######## design 1 ########
Design 1, selected gate families:
Drawn at 4 px/um.
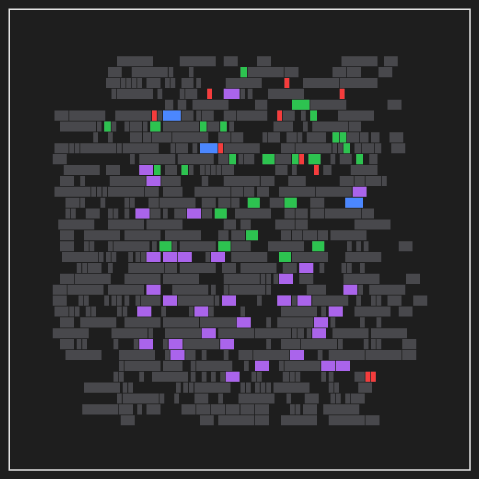

File: config.mk
export PLATFORM = sky130hd
export DESIGN_NAME = imem_loader
export DESIGN_NICKNAME = d
export VERILOG_FILES = /design/src/rtl/imem_loader_pkg.sv /design/src/rtl/imem_word_assembler.sv /design/src/rtl/imem_loader.sv
export SDC_FILE = /design/constraint.sdc
export NUM_CORES = 1
export LEC_CHECK = 0
export CORE_MARGIN = 10
export CORE_UTILIZATION = 50
export CTS_CLUSTER_SIZE = 14
export DETAILED_ROUTE_END_ITERATION = 6
export PLACE_DENSITY = 0.73
export SETUP_SLACK_MARGIN = 0.4
export SLEW_MARGIN = 0
export SYNTH_ARGS = -nofsm -noshare
export SYNTH_HDL_FRONTEND = slang
export SYNTH_HIERARCHICAL = 1
export SYNTH_SLANG_ARGS = --single-unit
File: constraint.sdc
create_clock -name clk -period 3.7 [get_ports clk]
set_clock_uncertainty 0.05 [all_clocks]
set_input_delay 0.37 -clock clk [delete_from_list [all_inputs] [get_ports clk]]
set_output_delay 0.37 -clock clk [all_outputs]
set_load 0.01 [all_outputs]
File: src/rtl/imem_loader_pkg.sv
// rtl/imem_loader_pkg.sv - shared constants and FSM state type for the instruction-memory loader
package imem_loader_pkg;

    localparam int IMEM_ADDR_W    = 6;
    localparam int IMEM_DATA_W    = 32;
    localparam int BYTES_PER_WORD = 4;

    typedef enum logic [2:0] {
        ST_IDLE,
        ST_LEN,
        ST_COLLECT,
        ST_WRITE,
        ST_CHK,
        ST_DONE,
        ST_ERR
    } state_e;

endpackage

File: src/rtl/imem_word_assembler.sv
// rtl/imem_word_assembler.sv - byte-to-word shift register, byte index and XOR checksum
module imem_word_assembler
    import imem_loader_pkg::*;
(
    input  logic                   clk,
    input  logic                   reset,
    input  logic                   clear,     // length byte accepted: start of a new load
    input  logic                   shift_en,  // data byte accepted
    input  logic                   idx_clr,   // word written, begin the next one
    input  logic [7:0]             byte_in,
    output logic [IMEM_DATA_W-1:0] word_next, // word as it will be after this cycle's shift
    output logic [7:0]             checksum,
    output logic                   last_byte  // the byte being accepted completes a word
);

    logic [IMEM_DATA_W-1:0] word_q, word_d;
    logic [1:0]             idx_q, idx_d;
    logic [7:0]             chk_q, chk_d;

    always_comb begin
        word_d = word_q;
        idx_d  = idx_q;
        chk_d  = chk_q;
        if (clear) begin
            word_d = '0;
            idx_d  = '0;
            chk_d  = '0;
        end else begin
            if (shift_en) begin
                // Bytes arrive MSB first, so each one enters at the low end.
                word_d = {word_q[IMEM_DATA_W-9:0], byte_in};
                chk_d  = chk_q ^ byte_in;
                idx_d  = idx_q + 2'd1;
            end
            if (idx_clr) begin
                idx_d = '0;
            end
        end
    end

    always_ff @(posedge clk or posedge reset) begin
        if (reset) begin
            word_q <= '0;
            idx_q  <= '0;
            chk_q  <= '0;
        end else begin
            word_q <= word_d;
            idx_q  <= idx_d;
            chk_q  <= chk_d;
        end
    end

    assign word_next = word_d;
    assign checksum  = chk_q;
    assign last_byte = (idx_q == 2'(BYTES_PER_WORD - 1));

endmodule

File: src/rtl/imem_loader.sv
// rtl/imem_loader.sv - loads a length/data/checksum byte stream into instruction memory
module imem_loader
    import imem_loader_pkg::*;
#(
    parameter int ADDR_W = IMEM_ADDR_W,
    parameter int DATA_W = IMEM_DATA_W
) (
    input  logic              clk,
    input  logic              reset,
    input  logic              start,
    input  logic              byte_valid,
    input  logic [7:0]        byte_data,
    output logic              byte_ready,
    output logic              WE,
    output logic [ADDR_W-1:0] WA,
    output logic [DATA_W-1:0] WD,
    output logic              busy,
    output logic              done,
    output logic              error,
    output logic              cpu_reset
);

    state_e            state_q, state_d;
    logic [ADDR_W-1:0] addr_q, addr_d;
    logic [ADDR_W-1:0] last_q, last_d;
    logic              byte_ready_q, byte_ready_d;
    logic              we_q, we_d;
    logic [ADDR_W-1:0] wa_q, wa_d;
    logic [DATA_W-1:0] wd_q, wd_d;
    logic              busy_q, busy_d;
    logic              done_q, done_d;
    logic              error_q, error_d;
    logic              cpu_reset_q, cpu_reset_d;

    logic              xfer;
    logic [DATA_W-1:0] word_next;
    logic [7:0]        checksum;
    logic              last_byte;

    assign xfer = byte_valid && byte_ready_q;

    imem_word_assembler u_asm (
        .clk       (clk),
        .reset     (reset),
        .clear     ((state_q == ST_LEN) && xfer),
        .shift_en  ((state_q == ST_COLLECT) && xfer),
        .idx_clr   (state_q == ST_WRITE),
        .byte_in   (byte_data),
        .word_next (word_next),
        .checksum  (checksum),
        .last_byte (last_byte)
    );

    always_comb begin
        state_d = state_q;
        addr_d  = addr_q;
        last_d  = last_q;
        wa_d    = wa_q;
        wd_d    = wd_q;

        unique case (state_q)
            ST_IDLE: if (start) state_d = ST_LEN;
            ST_LEN: begin
                if (xfer) begin
                    // Keep the last address rather than N: L=0 and L=64 both
                    // give 63, and the compare never needs an extra bit.
                    last_d  = byte_data[ADDR_W-1:0] - ADDR_W'(1);
                    addr_d  = '0;
                    state_d = ST_COLLECT;
                end
            end
            ST_COLLECT: if (xfer && last_byte) state_d = ST_WRITE;
            ST_WRITE: begin
                if (addr_q == last_q) begin
                    state_d = ST_CHK;
                end else begin
                    addr_d  = addr_q + ADDR_W'(1);
                    state_d = ST_COLLECT;
                end
            end
            ST_CHK: if (xfer) state_d = (byte_data == checksum) ? ST_DONE : ST_ERR;
            ST_DONE, ST_ERR: if (start) state_d = ST_LEN;
            default: state_d = ST_IDLE;
        endcase

        // Outputs are decoded from the next state so the registered copies
        // line up with the state register.
        byte_ready_d = (state_d == ST_LEN) || (state_d == ST_COLLECT) || (state_d == ST_CHK);
        we_d         = (state_d == ST_WRITE);
        busy_d       = byte_ready_d || we_d;
        done_d       = (state_d == ST_DONE);
        error_d      = (state_d == ST_ERR);
        cpu_reset_d  = (state_d != ST_DONE);
        if (state_d == ST_WRITE) begin
            wa_d = addr_q;
            wd_d = word_next;
        end
    end

    always_ff @(posedge clk or posedge reset) begin
        if (reset) begin
            state_q      <= ST_IDLE;
            addr_q       <= '0;
            last_q       <= '0;
            byte_ready_q <= 1'b0;
            we_q         <= 1'b0;
            wa_q         <= '0;
            wd_q         <= '0;
            busy_q       <= 1'b0;
            done_q       <= 1'b0;
            error_q      <= 1'b0;
            cpu_reset_q  <= 1'b1;
        end else begin
            state_q      <= state_d;
            addr_q       <= addr_d;
            last_q       <= last_d;
            byte_ready_q <= byte_ready_d;
            we_q         <= we_d;
            wa_q         <= wa_d;
            wd_q         <= wd_d;
            busy_q       <= busy_d;
            done_q       <= done_d;
            error_q      <= error_d;
            cpu_reset_q  <= cpu_reset_d;
        end
    end

    assign byte_ready = byte_ready_q;
    assign WE         = we_q;
    assign WA         = wa_q;
    assign WD         = wd_q;
    assign busy       = busy_q;
    assign done       = done_q;
    assign error      = error_q;
    assign cpu_reset  = cpu_reset_q;

endmodule
######## design 2 ########
--- src/rtl/byte_lane_packer_pkg.sv ---
// Shared types and helpers for the byte-to-128-bit-word packer.
package packer_pkg;

    localparam int BYTE_W     = 8;
    localparam int WORD_BYTES = 16;
    localparam int CNT_W      = 5;

    typedef logic [BYTE_W-1:0]            byte_t;
    typedef logic [WORD_BYTES*BYTE_W-1:0] word_t;

    // Lanes at index >= cnt are overwritten with the pad byte.
    function automatic word_t pad_merge(word_t asm_w, int cnt, byte_t pad = '0);
        word_t w;
        w = asm_w;
        for (int k = 0; k < WORD_BYTES; k++) begin
            if (k >= cnt) w[k*BYTE_W +: BYTE_W] = pad;
        end
        return w;
    endfunction

endpackage

--- src/rtl/byte_lane_packer_if.sv ---
// Byte-stream input and word-stream output bundle of the packer.
// out_parity exists only when PACKER_BYTE_PARITY_EN is defined.
interface byte_lane_packer_if;
    import packer_pkg::*;

    logic             in_valid;
    logic             in_ready;
    byte_t            in_data;
    logic             in_last;
    logic             out_valid;
    logic             out_ready;
    word_t            out_data;
    logic [CNT_W-1:0] out_count;
`ifdef PACKER_BYTE_PARITY_EN
    logic [WORD_BYTES-1:0] out_parity;
`endif

    modport master (
        output in_valid, in_data, in_last, out_ready,
        input  in_ready, out_valid, out_data, out_count
`ifdef PACKER_BYTE_PARITY_EN
        , input out_parity
`endif
    );

    modport slave (
        input  in_valid, in_data, in_last, out_ready,
        output in_ready, out_valid, out_data, out_count
`ifdef PACKER_BYTE_PARITY_EN
        , output out_parity
`endif
    );

endinterface

--- src/rtl/byte_lane_packer_out_slot.sv ---
// Output holding register: captures one packed word (plus parity when PACKER_BYTE_PARITY_EN).
// Latency: word visible the cycle after load.
// Backpressure: word held stable until out_ready; load may coincide with the draining transfer.
module packer_out_slot
    import packer_pkg::*;
(
    input  logic             clk,
    input  logic             rst,
    input  logic             load,
    input  word_t            load_data,
    input  logic [CNT_W-1:0] load_count,
    input  logic             out_ready,
    output logic             out_valid,
    output word_t            out_data,
    output logic [CNT_W-1:0] out_count
`ifdef PACKER_BYTE_PARITY_EN
    , output logic [WORD_BYTES-1:0] out_parity
`endif
);

    always_ff @(posedge clk) begin
        if (rst) begin
            out_valid <= 1'b0;
            out_data  <= '0;
            out_count <= '0;
        end else if (load) begin
            out_valid <= 1'b1;
            out_data  <= load_data;
            out_count <= load_count;
        end else if (out_valid && out_ready) begin
            out_valid <= 1'b0;
        end
    end

`ifdef PACKER_BYTE_PARITY_EN
    logic [WORD_BYTES-1:0] par_next;

    always_comb begin
        par_next = '0;
        for (int k = 0; k < WORD_BYTES; k++) begin
            par_next[k] = ^load_data[k*BYTE_W +: BYTE_W];
        end
    end

    always_ff @(posedge clk) begin
        if (rst)       out_parity <= '0;
        else if (load) out_parity <= par_next;
    end
`endif

endmodule

--- src/rtl/byte_lane_packer.sv ---
// Packs a byte stream into 16-byte words, byte 0 at [7:0]; in_last closes a word early, PAD_BYTE fills the rest.
// Latency: word valid 1 cycle after its completing accept; 1 byte/cycle sustained.
// Backpressure: one held word plus one pending word; in_ready drops only while a word is pending.
module byte_lane_packer
    import packer_pkg::*;
#(
    parameter int    BYTES_PER_WORD = 16,
    parameter byte_t PAD_BYTE       = 8'h00
) (
    input  logic              clk,
    input  logic              rst,
    byte_lane_packer_if.slave bus
);

    localparam logic [3:0] LAST_LANE = 4'(BYTES_PER_WORD - 1);

    logic [119:0]     asm_data;
    byte_t            asm_top;   // lane 15, only needed while a full word is pending
    logic [3:0]       asm_cnt;
    logic             pend;

    logic             slot_free;
    logic             accept;
    logic             complete;
    logic             load;
    word_t            merged;
    word_t            load_word;
    logic [CNT_W-1:0] load_count;

    assign slot_free  = !bus.out_valid || bus.out_ready;
    assign accept     = bus.in_valid && !pend;
    assign complete   = accept && ((asm_cnt == LAST_LANE) || bus.in_last);
    assign load       = slot_free && (pend || complete);
    assign bus.in_ready = !pend;

    // A pending word already holds its final byte; otherwise splice in the byte arriving now.
    always_comb begin
        merged = {asm_top, asm_data};
        if (!pend) begin
            for (int k = 0; k < WORD_BYTES; k++) begin
                if (asm_cnt == 4'(k)) merged[k*BYTE_W +: BYTE_W] = bus.in_data;
            end
        end
    end

    assign load_word  = pad_merge(merged, int'(asm_cnt) + 1, PAD_BYTE);
    assign load_count = CNT_W'(asm_cnt) + 5'd1;

    always_ff @(posedge clk) begin
        if (rst) begin
            asm_data <= '0;
            asm_top  <= '0;
            asm_cnt  <= '0;
            pend     <= 1'b0;
        end else if (pend) begin
            if (slot_free) begin
                pend    <= 1'b0;
                asm_cnt <= '0;
            end
        end else if (accept) begin
            for (int k = 0; k < WORD_BYTES - 1; k++) begin
                if (asm_cnt == 4'(k)) asm_data[k*BYTE_W +: BYTE_W] <= bus.in_data;
            end
            if (asm_cnt == LAST_LANE) asm_top <= bus.in_data;
            if (complete) begin
                if (slot_free) asm_cnt <= '0;
                else           pend    <= 1'b1;
            end else begin
                asm_cnt <= asm_cnt + 4'd1;
            end
        end
    end

    packer_out_slot u_slot (
        .clk        (clk),
        .rst        (rst),
        .load       (load),
        .load_data  (load_word),
        .load_count (load_count),
        .out_ready  (bus.out_ready),
        .out_valid  (bus.out_valid),
        .out_data   (bus.out_data),
        .out_count  (bus.out_count)
`ifdef PACKER_BYTE_PARITY_EN
        , .out_parity (bus.out_parity)
`endif
    );

endmodule

--- src/flat_wrapper.sv ---
// flat-port wrapper written by rule: the top's interface ports become plain ports
module byte_lane_packer_flat import packer_pkg::*;
#(
    parameter int    BYTES_PER_WORD = 16,
    parameter byte_t PAD_BYTE       = 8'h00
)
  (clk, rst, bus_in_valid, bus_in_data, bus_in_last, bus_out_ready, bus_in_ready, bus_out_valid, bus_out_data, bus_out_count);
  byte_lane_packer_if bus_i ();
  input  logic clk;
  input  logic rst;
  input wire logic [$bits(bus_i.in_valid)-1:0] bus_in_valid;
  input wire logic [$bits(bus_i.in_data)-1:0] bus_in_data;
  input wire logic [$bits(bus_i.in_last)-1:0] bus_in_last;
  input wire logic [$bits(bus_i.out_ready)-1:0] bus_out_ready;
  output wire logic [$bits(bus_i.in_ready)-1:0] bus_in_ready;
  output wire logic [$bits(bus_i.out_valid)-1:0] bus_out_valid;
  output wire logic [$bits(bus_i.out_data)-1:0] bus_out_data;
  output wire logic [$bits(bus_i.out_count)-1:0] bus_out_count;
  assign bus_i.in_valid = bus_in_valid;
  assign bus_i.in_data = bus_in_data;
  assign bus_i.in_last = bus_in_last;
  assign bus_i.out_ready = bus_out_ready;
  assign bus_in_ready = bus_i.in_ready;
  assign bus_out_valid = bus_i.out_valid;
  assign bus_out_data = bus_i.out_data;
  assign bus_out_count = bus_i.out_count;
  byte_lane_packer #(.BYTES_PER_WORD(BYTES_PER_WORD), .PAD_BYTE(PAD_BYTE)) u_core (.clk(clk), .rst(rst), .bus(bus_i));
endmodule
--- config.mk ---
export PLATFORM = sky130hd
export DESIGN_NAME = byte_lane_packer_flat
export DESIGN_NICKNAME = d
export VERILOG_FILES = /design/src/rtl/byte_lane_packer_pkg.sv /design/src/rtl/byte_lane_packer_if.sv /design/src/rtl/byte_lane_packer_out_slot.sv /design/src/rtl/byte_lane_packer.sv /design/src/flat_wrapper.sv
export SDC_FILE = /design/constraint.sdc
export NUM_CORES = 1
export LEC_CHECK = 0
export ABC_AREA = 1
export CORE_MARGIN = 1.5
export CORE_UTILIZATION = 45
export DETAILED_ROUTE_END_ITERATION = 12
export PLACE_DENSITY = 0.66
export SLEW_MARGIN = 20
export SYNTH_ARGS = -nofsm -noshare
export SYNTH_HDL_FRONTEND = slang
export SYNTH_SLANG_ARGS = --single-unit
--- constraint.sdc ---
create_clock -name clk -period 2.4 [get_ports clk]
set_clock_uncertainty 0.15 [all_clocks]
set_input_delay 0.36 -clock clk [delete_from_list [all_inputs] [get_ports clk]]
set_output_delay 0.36 -clock clk [all_outputs]
set_load 0.05 [all_outputs]
######## design 3 ########
==> config.mk <==
export PLATFORM = sky130hd
export DESIGN_NAME = rrag_mem_addr_queue_flat
export DESIGN_NICKNAME = d
export VERILOG_FILES = /design/src/rtl/rrag_mem_addr_queue_if.sv /design/src/rtl/rrag_mem_addr_queue.sv /design/src/flat_wrapper.sv
export SDC_FILE = /design/constraint.sdc
export NUM_CORES = 1
export LEC_CHECK = 0
export CORE_UTILIZATION = 58
export CTS_CLUSTER_SIZE = 40
export DETAILED_ROUTE_END_ITERATION = 12
export GPL_TIMING_DRIVEN = 0
export PLACE_DENSITY_LB_ADDON = 0.12
export SYNTH_ARGS = -nofsm -noshare
export SYNTH_HDL_FRONTEND = slang
export SYNTH_SLANG_ARGS = --single-unit
==> constraint.sdc <==
create_clock -name clk -period 8.05 [get_ports clk]
set_input_delay 1.61 -clock clk [delete_from_list [all_inputs] [get_ports clk]]
set_output_delay 1.61 -clock clk [all_outputs]
set_load 0.01 [all_outputs]
==> src/rtl/rrag_mem_addr_queue_if.sv <==
// rtl/rrag_mem_addr_queue_if.sv - RrAg-to-MEM address queue handshake bundle
interface rrag_mem_addr_queue_if #(
  parameter int PTR_W = 2
);
  logic             in_valid;
  logic [31:0]      in_addr1;
  logic [31:0]      in_addr2;
  logic [1:0]       in_opsize;
  logic             in_rep_cont;
  logic             full;
  logic             out_valid;
  logic             out_ready;
  logic [31:0]      out_addr1;
  logic [31:0]      out_addr2;
  logic [1:0]       out_opsize;
  logic             out_last;
  logic             out_xpage1;
  logic             out_xpage2;
  logic [PTR_W:0]   count;

  modport master (
    output in_valid, in_addr1, in_addr2, in_opsize, in_rep_cont, out_ready,
    input  full, out_valid, out_addr1, out_addr2, out_opsize, out_last,
           out_xpage1, out_xpage2, count
  );

  modport slave (
    input  in_valid, in_addr1, in_addr2, in_opsize, in_rep_cont, out_ready,
    output full, out_valid, out_addr1, out_addr2, out_opsize, out_last,
           out_xpage1, out_xpage2, count
  );
endinterface

==> src/rtl/rrag_mem_addr_queue.sv <==
// rtl/rrag_mem_addr_queue.sv - in-order address-pair queue between RrAg and MEM with page-cross tags
module rrag_mem_addr_queue #(
  parameter int DEPTH = 4,
  parameter int PTR_W = 2
) (
  input  logic                 clk,
  input  logic                 clr,
  input  logic                 flush,
  rrag_mem_addr_queue_if.slave q
);
  localparam logic [PTR_W:0] DEPTH_CNT = (PTR_W + 1)'(DEPTH);

  logic [31:0]      addr1_mem  [DEPTH];
  logic [31:0]      addr2_mem  [DEPTH];
  logic [1:0]       opsize_mem [DEPTH];
  logic             last_mem   [DEPTH];

  logic [PTR_W-1:0] wp;
  logic [PTR_W-1:0] rp;
  logic [PTR_W:0]   cnt;

  logic             full_w;
  logic             valid_w;
  logic             push;
  logic             pop;
  logic             kill;

  // full/valid come only from the registered count, so out_ready never reaches full
  assign full_w  = (cnt == DEPTH_CNT);
  assign valid_w = (cnt != '0);
  assign kill    = clr | flush;
  assign push    = q.in_valid & ~full_w;
  assign pop     = valid_w & q.out_ready;

  always_ff @(posedge clk) begin
    if (push && !kill) begin
      addr1_mem[wp]  <= q.in_addr1;
      addr2_mem[wp]  <= q.in_addr2;
      opsize_mem[wp] <= q.in_opsize;
      last_mem[wp]   <= ~q.in_rep_cont;
    end
  end

  always_ff @(posedge clk) begin
    if (kill) begin
      wp  <= '0;
      rp  <= '0;
      cnt <= '0;
    end else begin
      if (push) wp <= wp + PTR_W'(1);
      if (pop)  rp <= rp + PTR_W'(1);
      case ({push, pop})
        2'b10:   cnt <= cnt + (PTR_W + 1)'(1);
        2'b01:   cnt <= cnt - (PTR_W + 1)'(1);
        default: cnt <= cnt;
      endcase
    end
  end

  logic [1:0]  head_opsize;
  logic [31:0] head_addr1;
  logic [31:0] head_addr2;
  logic [1:0]  size_m1;
  logic [12:0] end1;
  logic [12:0] end2;

  assign head_addr1  = addr1_mem[rp];
  assign head_addr2  = addr2_mem[rp];
  assign head_opsize = opsize_mem[rp];

  // reserved size code 11 behaves as a single byte
  always_comb begin
    size_m1 = 2'd0;
    case (head_opsize)
      2'b01:   size_m1 = 2'd1;
      2'b10:   size_m1 = 2'd3;
      default: size_m1 = 2'd0;
    endcase
  end

  assign end1 = {1'b0, head_addr1[11:0]} + {11'd0, size_m1};
  assign end2 = {1'b0, head_addr2[11:0]} + {11'd0, size_m1};

  assign q.full       = full_w;
  assign q.out_valid  = valid_w;
  assign q.count      = cnt;
  assign q.out_addr1  = head_addr1;
  assign q.out_addr2  = head_addr2;
  assign q.out_opsize = head_opsize;
  assign q.out_last   = last_mem[rp];
  assign q.out_xpage1 = end1[12];
  assign q.out_xpage2 = end2[12];
endmodule

==> src/flat_wrapper.sv <==
// flat-port wrapper written by rule: the top's interface ports become plain ports
module rrag_mem_addr_queue_flat 
#(
  parameter int DEPTH = 4,
  parameter int PTR_W = 2
)
  (clk, clr, flush, q_in_valid, q_in_addr1, q_in_addr2, q_in_opsize, q_in_rep_cont, q_out_ready, q_full, q_out_valid, q_out_addr1, q_out_addr2, q_out_opsize, q_out_last, q_out_xpage1, q_out_xpage2, q_count);
  rrag_mem_addr_queue_if #(.PTR_W(PTR_W)) q_i ();
  input  logic clk;
  input  logic clr;
  input  logic flush;
  input wire logic [$bits(q_i.in_valid)-1:0] q_in_valid;
  input wire logic [$bits(q_i.in_addr1)-1:0] q_in_addr1;
  input wire logic [$bits(q_i.in_addr2)-1:0] q_in_addr2;
  input wire logic [$bits(q_i.in_opsize)-1:0] q_in_opsize;
  input wire logic [$bits(q_i.in_rep_cont)-1:0] q_in_rep_cont;
  input wire logic [$bits(q_i.out_ready)-1:0] q_out_ready;
  output wire logic [$bits(q_i.full)-1:0] q_full;
  output wire logic [$bits(q_i.out_valid)-1:0] q_out_valid;
  output wire logic [$bits(q_i.out_addr1)-1:0] q_out_addr1;
  output wire logic [$bits(q_i.out_addr2)-1:0] q_out_addr2;
  output wire logic [$bits(q_i.out_opsize)-1:0] q_out_opsize;
  output wire logic [$bits(q_i.out_last)-1:0] q_out_last;
  output wire logic [$bits(q_i.out_xpage1)-1:0] q_out_xpage1;
  output wire logic [$bits(q_i.out_xpage2)-1:0] q_out_xpage2;
  output wire logic [$bits(q_i.count)-1:0] q_count;
  assign q_i.in_valid = q_in_valid;
  assign q_i.in_addr1 = q_in_addr1;
  assign q_i.in_addr2 = q_in_addr2;
  assign q_i.in_opsize = q_in_opsize;
  assign q_i.in_rep_cont = q_in_rep_cont;
  assign q_i.out_ready = q_out_ready;
  assign q_full = q_i.full;
  assign q_out_valid = q_i.out_valid;
  assign q_out_addr1 = q_i.out_addr1;
  assign q_out_addr2 = q_i.out_addr2;
  assign q_out_opsize = q_i.out_opsize;
  assign q_out_last = q_i.out_last;
  assign q_out_xpage1 = q_i.out_xpage1;
  assign q_out_xpage2 = q_i.out_xpage2;
  assign q_count = q_i.count;
  rrag_mem_addr_queue #(.DEPTH(DEPTH), .PTR_W(PTR_W)) u_core (.clk(clk), .clr(clr), .flush(flush), .q(q_i));
endmodule
Design 1, the metal 2 layer:
Drawn at 2 px/um.
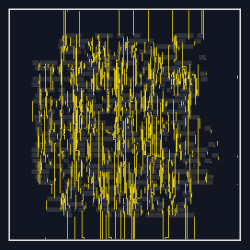
wire length on this layer: 4040 um
main direction: vertical
share of all routed wire: 44%
longest straight run: 37.4 um
via count: 3020
Post-Route WL: 9140 um
grt met2 use: 20.8%

Design 1, a small window of the routed layout:
Region (37, 60) to (77, 100) um. Cells in grey, sequential cells in the stronger grey; small squares are vias.
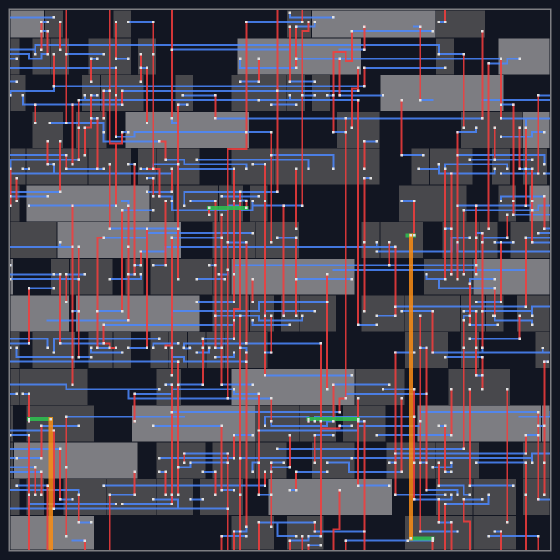
| layer | colour |
|---|---|
| metal 2 | red |
| metal 1 | blue |
| metal 4 | orange |
| metal 3 | green |
most frequent: nor2_1 (15), dfrtp_1 (15)
netlist names of flops here include: last_q (5), u_asm/checksum (4), addr_q (3)
sequential cells in the window: 15
cells with their middle in the window: 113

Notes on 'selected gate families' of design 1 above:
| family | colour | cells |
|---|---|---|
| adder and majority cells | blue | 3 |
| multiplexers | purple | 34 |
| inverting AOI/OAI gates | green | 25 |
| inverters | red | 10 |
Final Instance Count excl. Fillers: 595
most numerous logic cell after layout: nand2_1
multi-input combinational area share: 33.7%

==> impl_metrics.tcl, design 1 <==
# flow metrics
set metrics [dict create \
    ff_type "dfrtp_1" \
    busiest_layer "met1" \
    cts_tree "built" \
    p_leak_nw 2.50 \
    arrival_ns 2.44 \
    top_cell "nand2_1" \
    vias_per_cell 5.08 \
    rsz0062_at_grt "false" \
    dr.pass1.iters 4 \
    final_nets 497 \
    path_class "register to register" \
    logic_family "simple AND/OR/NAND/NOR gates" \
    mux_area_share_pct 7.60 \
    fill_cells 714 \
    cp_slowest_cell "buf_4" \
    register_area_um2 2530 \
    portBuffers 55 \
    outcome "finished clean" \
]
==> design 1: cell type report <==
| class | count | area share (%) |
|---|---|---|
| sequential | 101 | 48.1 |
| timing repair buffer | 61 | 11.3 |
| inverter | 10 | 0.714 |
| tap | 108 | 2.57 |
| clock inverter | 6 | 0.881 |
| multi-input combinational | 299 | 33.7 |
| clock buffer | 10 | 2.62 |
==> design 1: metal layers <==
metal,wire (um),part of all wire [%]
met3,479,5.2
met1,4500,49
met4,119,1.3
met2,4040,44
met5,0,0
Design 3, a small window of the routed layout:
Region (48, 75) to (88, 115) um. Cells in grey, sequential cells in the stronger grey; small squares are vias.
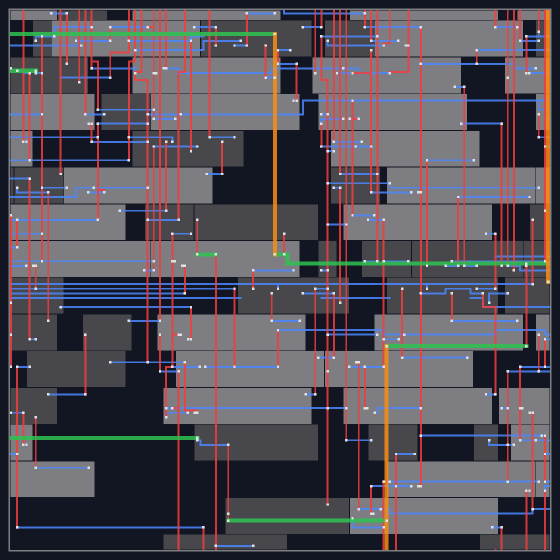
| layer | colour |
|---|---|
| metal 2 | red |
| metal 4 | orange |
| metal 3 | green |
| metal 1 | blue |
netlist names of flops here include: u_core.addr1_mem (13), u_core.addr2_mem (7), u_core.opsize_mem (2)
cells with their middle in the window: 46
most frequent: edfxtp_1 (23), clkdlybuf4s50_1 (9), mux4_2 (6)
sequential cells in the window: 23

==> impl_metrics.tcl, design 3 <==
# flow metrics
set metrics [dict create \
    powerClk_w 0.00129 \
    final_common_cell "edfxtp_1" \
    slew_viol_final 0 \
    outcome "finished clean" \
    ys_seq_share_pct 79.9 \
    max_freq_mhz 192 \
    yosys-stat-cells 421 \
    clk_pin_slew_ns 0.06 \
    rows 48 \
    grt_max_degree 45 \
    fp.dieW_um 135 \
    core_um2 17300 \
    whs_path_depth 2 \
    xor_share_pct 0.340 \
    cp_top_family "buffers and inverters" \
    vias_per_cell 5.76 \
    clock_area_share_pct 7.02 \
    design_area_um2 13100 \
    final-setup-viol-count 0 \
    cts_buffers 26 \
    crit_path_end "q_out_xpage2" \
    register_area_um2 8230 \
    floorplan.nets 502 \
    crit_cells 8 \
    antenna_found_initial 1 \
    h-tree-depth 1 \
    top_regs "u_core.addr1_mem: 128 flops, u_core.addr2_mem: 128 flops, u_core.opsize_mem: 8 flops" \
    placedCellCount 795 \
    syn_area_um2 10300 \
]
[design 3: per-layer routing]
metal	global-route usage, %	wire (um)	vias to the layer above
li1	-	-	2158
met1	27.4	7470	2539
met2	36.3	9950	136
met3	4.00	1030	26
met4	5.56	290	0
met5	0	0	-
[design 3: cells in the mapped netlist, drive strengths merged]
library cell and count:
nand4 4, ha 8, xnor2 1, buf 15
or3b 1, o31a 1, or2 1, a31oi 2
o21ai 3, a21oi 4, nor4 2, clkbuf 1
nand2 2, nand3 2, and3 4, or3 2
nor2 8, edfxtp 268, xor2 3, o311ai 1
mux4 67, inv 11, dfxtp 9, fa 1
Design 2, sequential cells coloured by netlist name:
Drawn at 3 px/um.
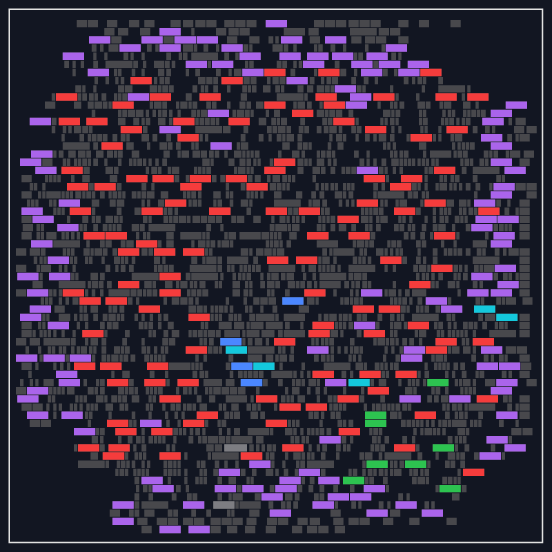
| signal | colour | sequential cells |
|---|---|---|
| u_core.u_slot.out_count | cyan | 5 |
| u_core.asm_top | green | 8 |
| u_core.u_slot.out_data | purple | 128 |
| u_core.asm_cnt | blue | 4 |
| u_core.asm_data | red | 120 |
not coloured: 2

Design 2, the metal 2 layer:
Drawn at 1.5 px/um.
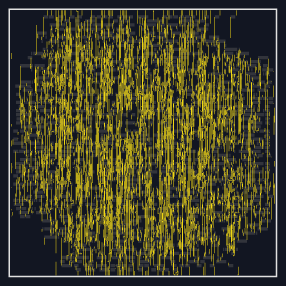
nets with wire on the layer: 1722
wire length on this layer: 19600 um

==> impl_metrics.tcl, design 2 <==
# flow metrics
set metrics [dict create \
    grt_overflow 0 \
    ant_nets 0 \
    synth.avg_cell_area_um2 6.49 \
    met3_usage_pct 3.29 \
    mux_area_share_pct 0 \
    clk_latency_ns 0.56 \
    cp_slowest_cell "clkdlybuf4s50_1" \
    netSwitchingPower_w 0.00283 \
    totalWireLength_um 41800 \
    pg_comb_w 0.00130 \
    drt-met1-wl_um 18400 \
    clockBufferDepth 3 \
    antenna_found_initial 0 \
    edf_count 0 \
    top_area_cell "dfxtp_1" \
    drc 0 \
    outcome "finished clean" \
    p_per_area_nw_per_um2 622 \
    largest_class "combinational gates" \
    diodes 0 \
    gp_congestion 0.867 \
    cts_root_buffer "clkbuf_16" \
    powerClk_w 0.00438 \
    grt_use_met2_pct 44.5 \
    cp_top_family "buffers and inverters" \
    worstSetupStartpointType "register" \
    fin_util_pct 56.1 \
    power_w 0.0104 \
    register_area_um2 5350 \
    grtUsageMet1_pct 34.2 \
    place_hpwl_um 27100 \
    whs_path_depth 4 \
    placedCellCount 2573 \
    final_cells 2627 \
    busiest_layer "met2" \
]
[design 2: path summary, 6_finish.rpt]
path	end	slack, ns
max reg2reg	u_core.u_slot.out_data[86]$_SDFFE_PP0P_	0.12
min	u_core.asm_data[101]$_SDFFE_PP0P_	0.20
min reg2reg	u_core.u_slot.out_data[106]$_SDFFE_PP0P_	0.31
max	bus_out_data[120]	0.10
[design 2: what timing repair did]
action	4_1_cts	5_1_grt
setup endpoints to repair	0	31
buffers inserted	0	0
gates resized	0	7

## Gallery

Congestion heat map.
panel A
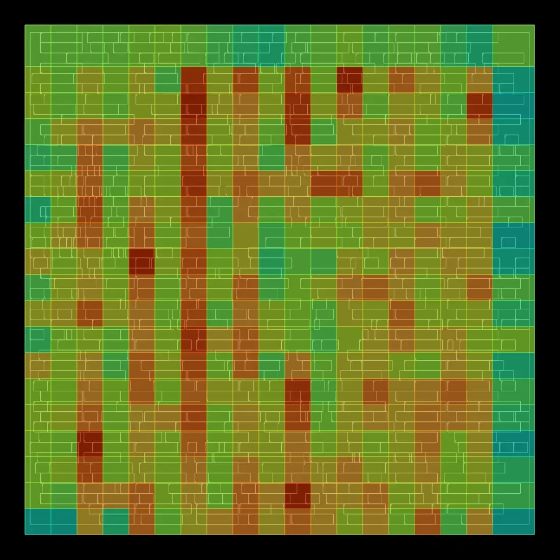
panel B
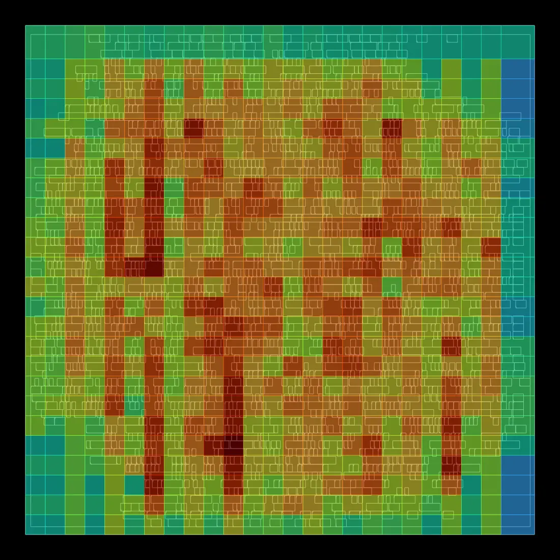
panel C
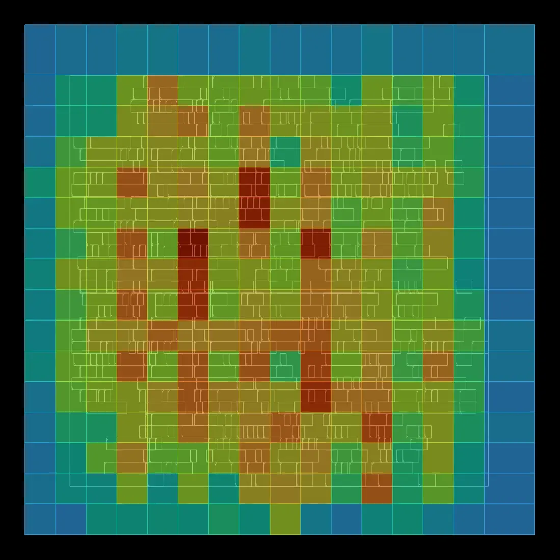
For design 2, see panel B.
For design 3, see panel A.
For design 1, see panel C.
The one with the highest utilization is panel A.
The one with the highest track usage is panel B.


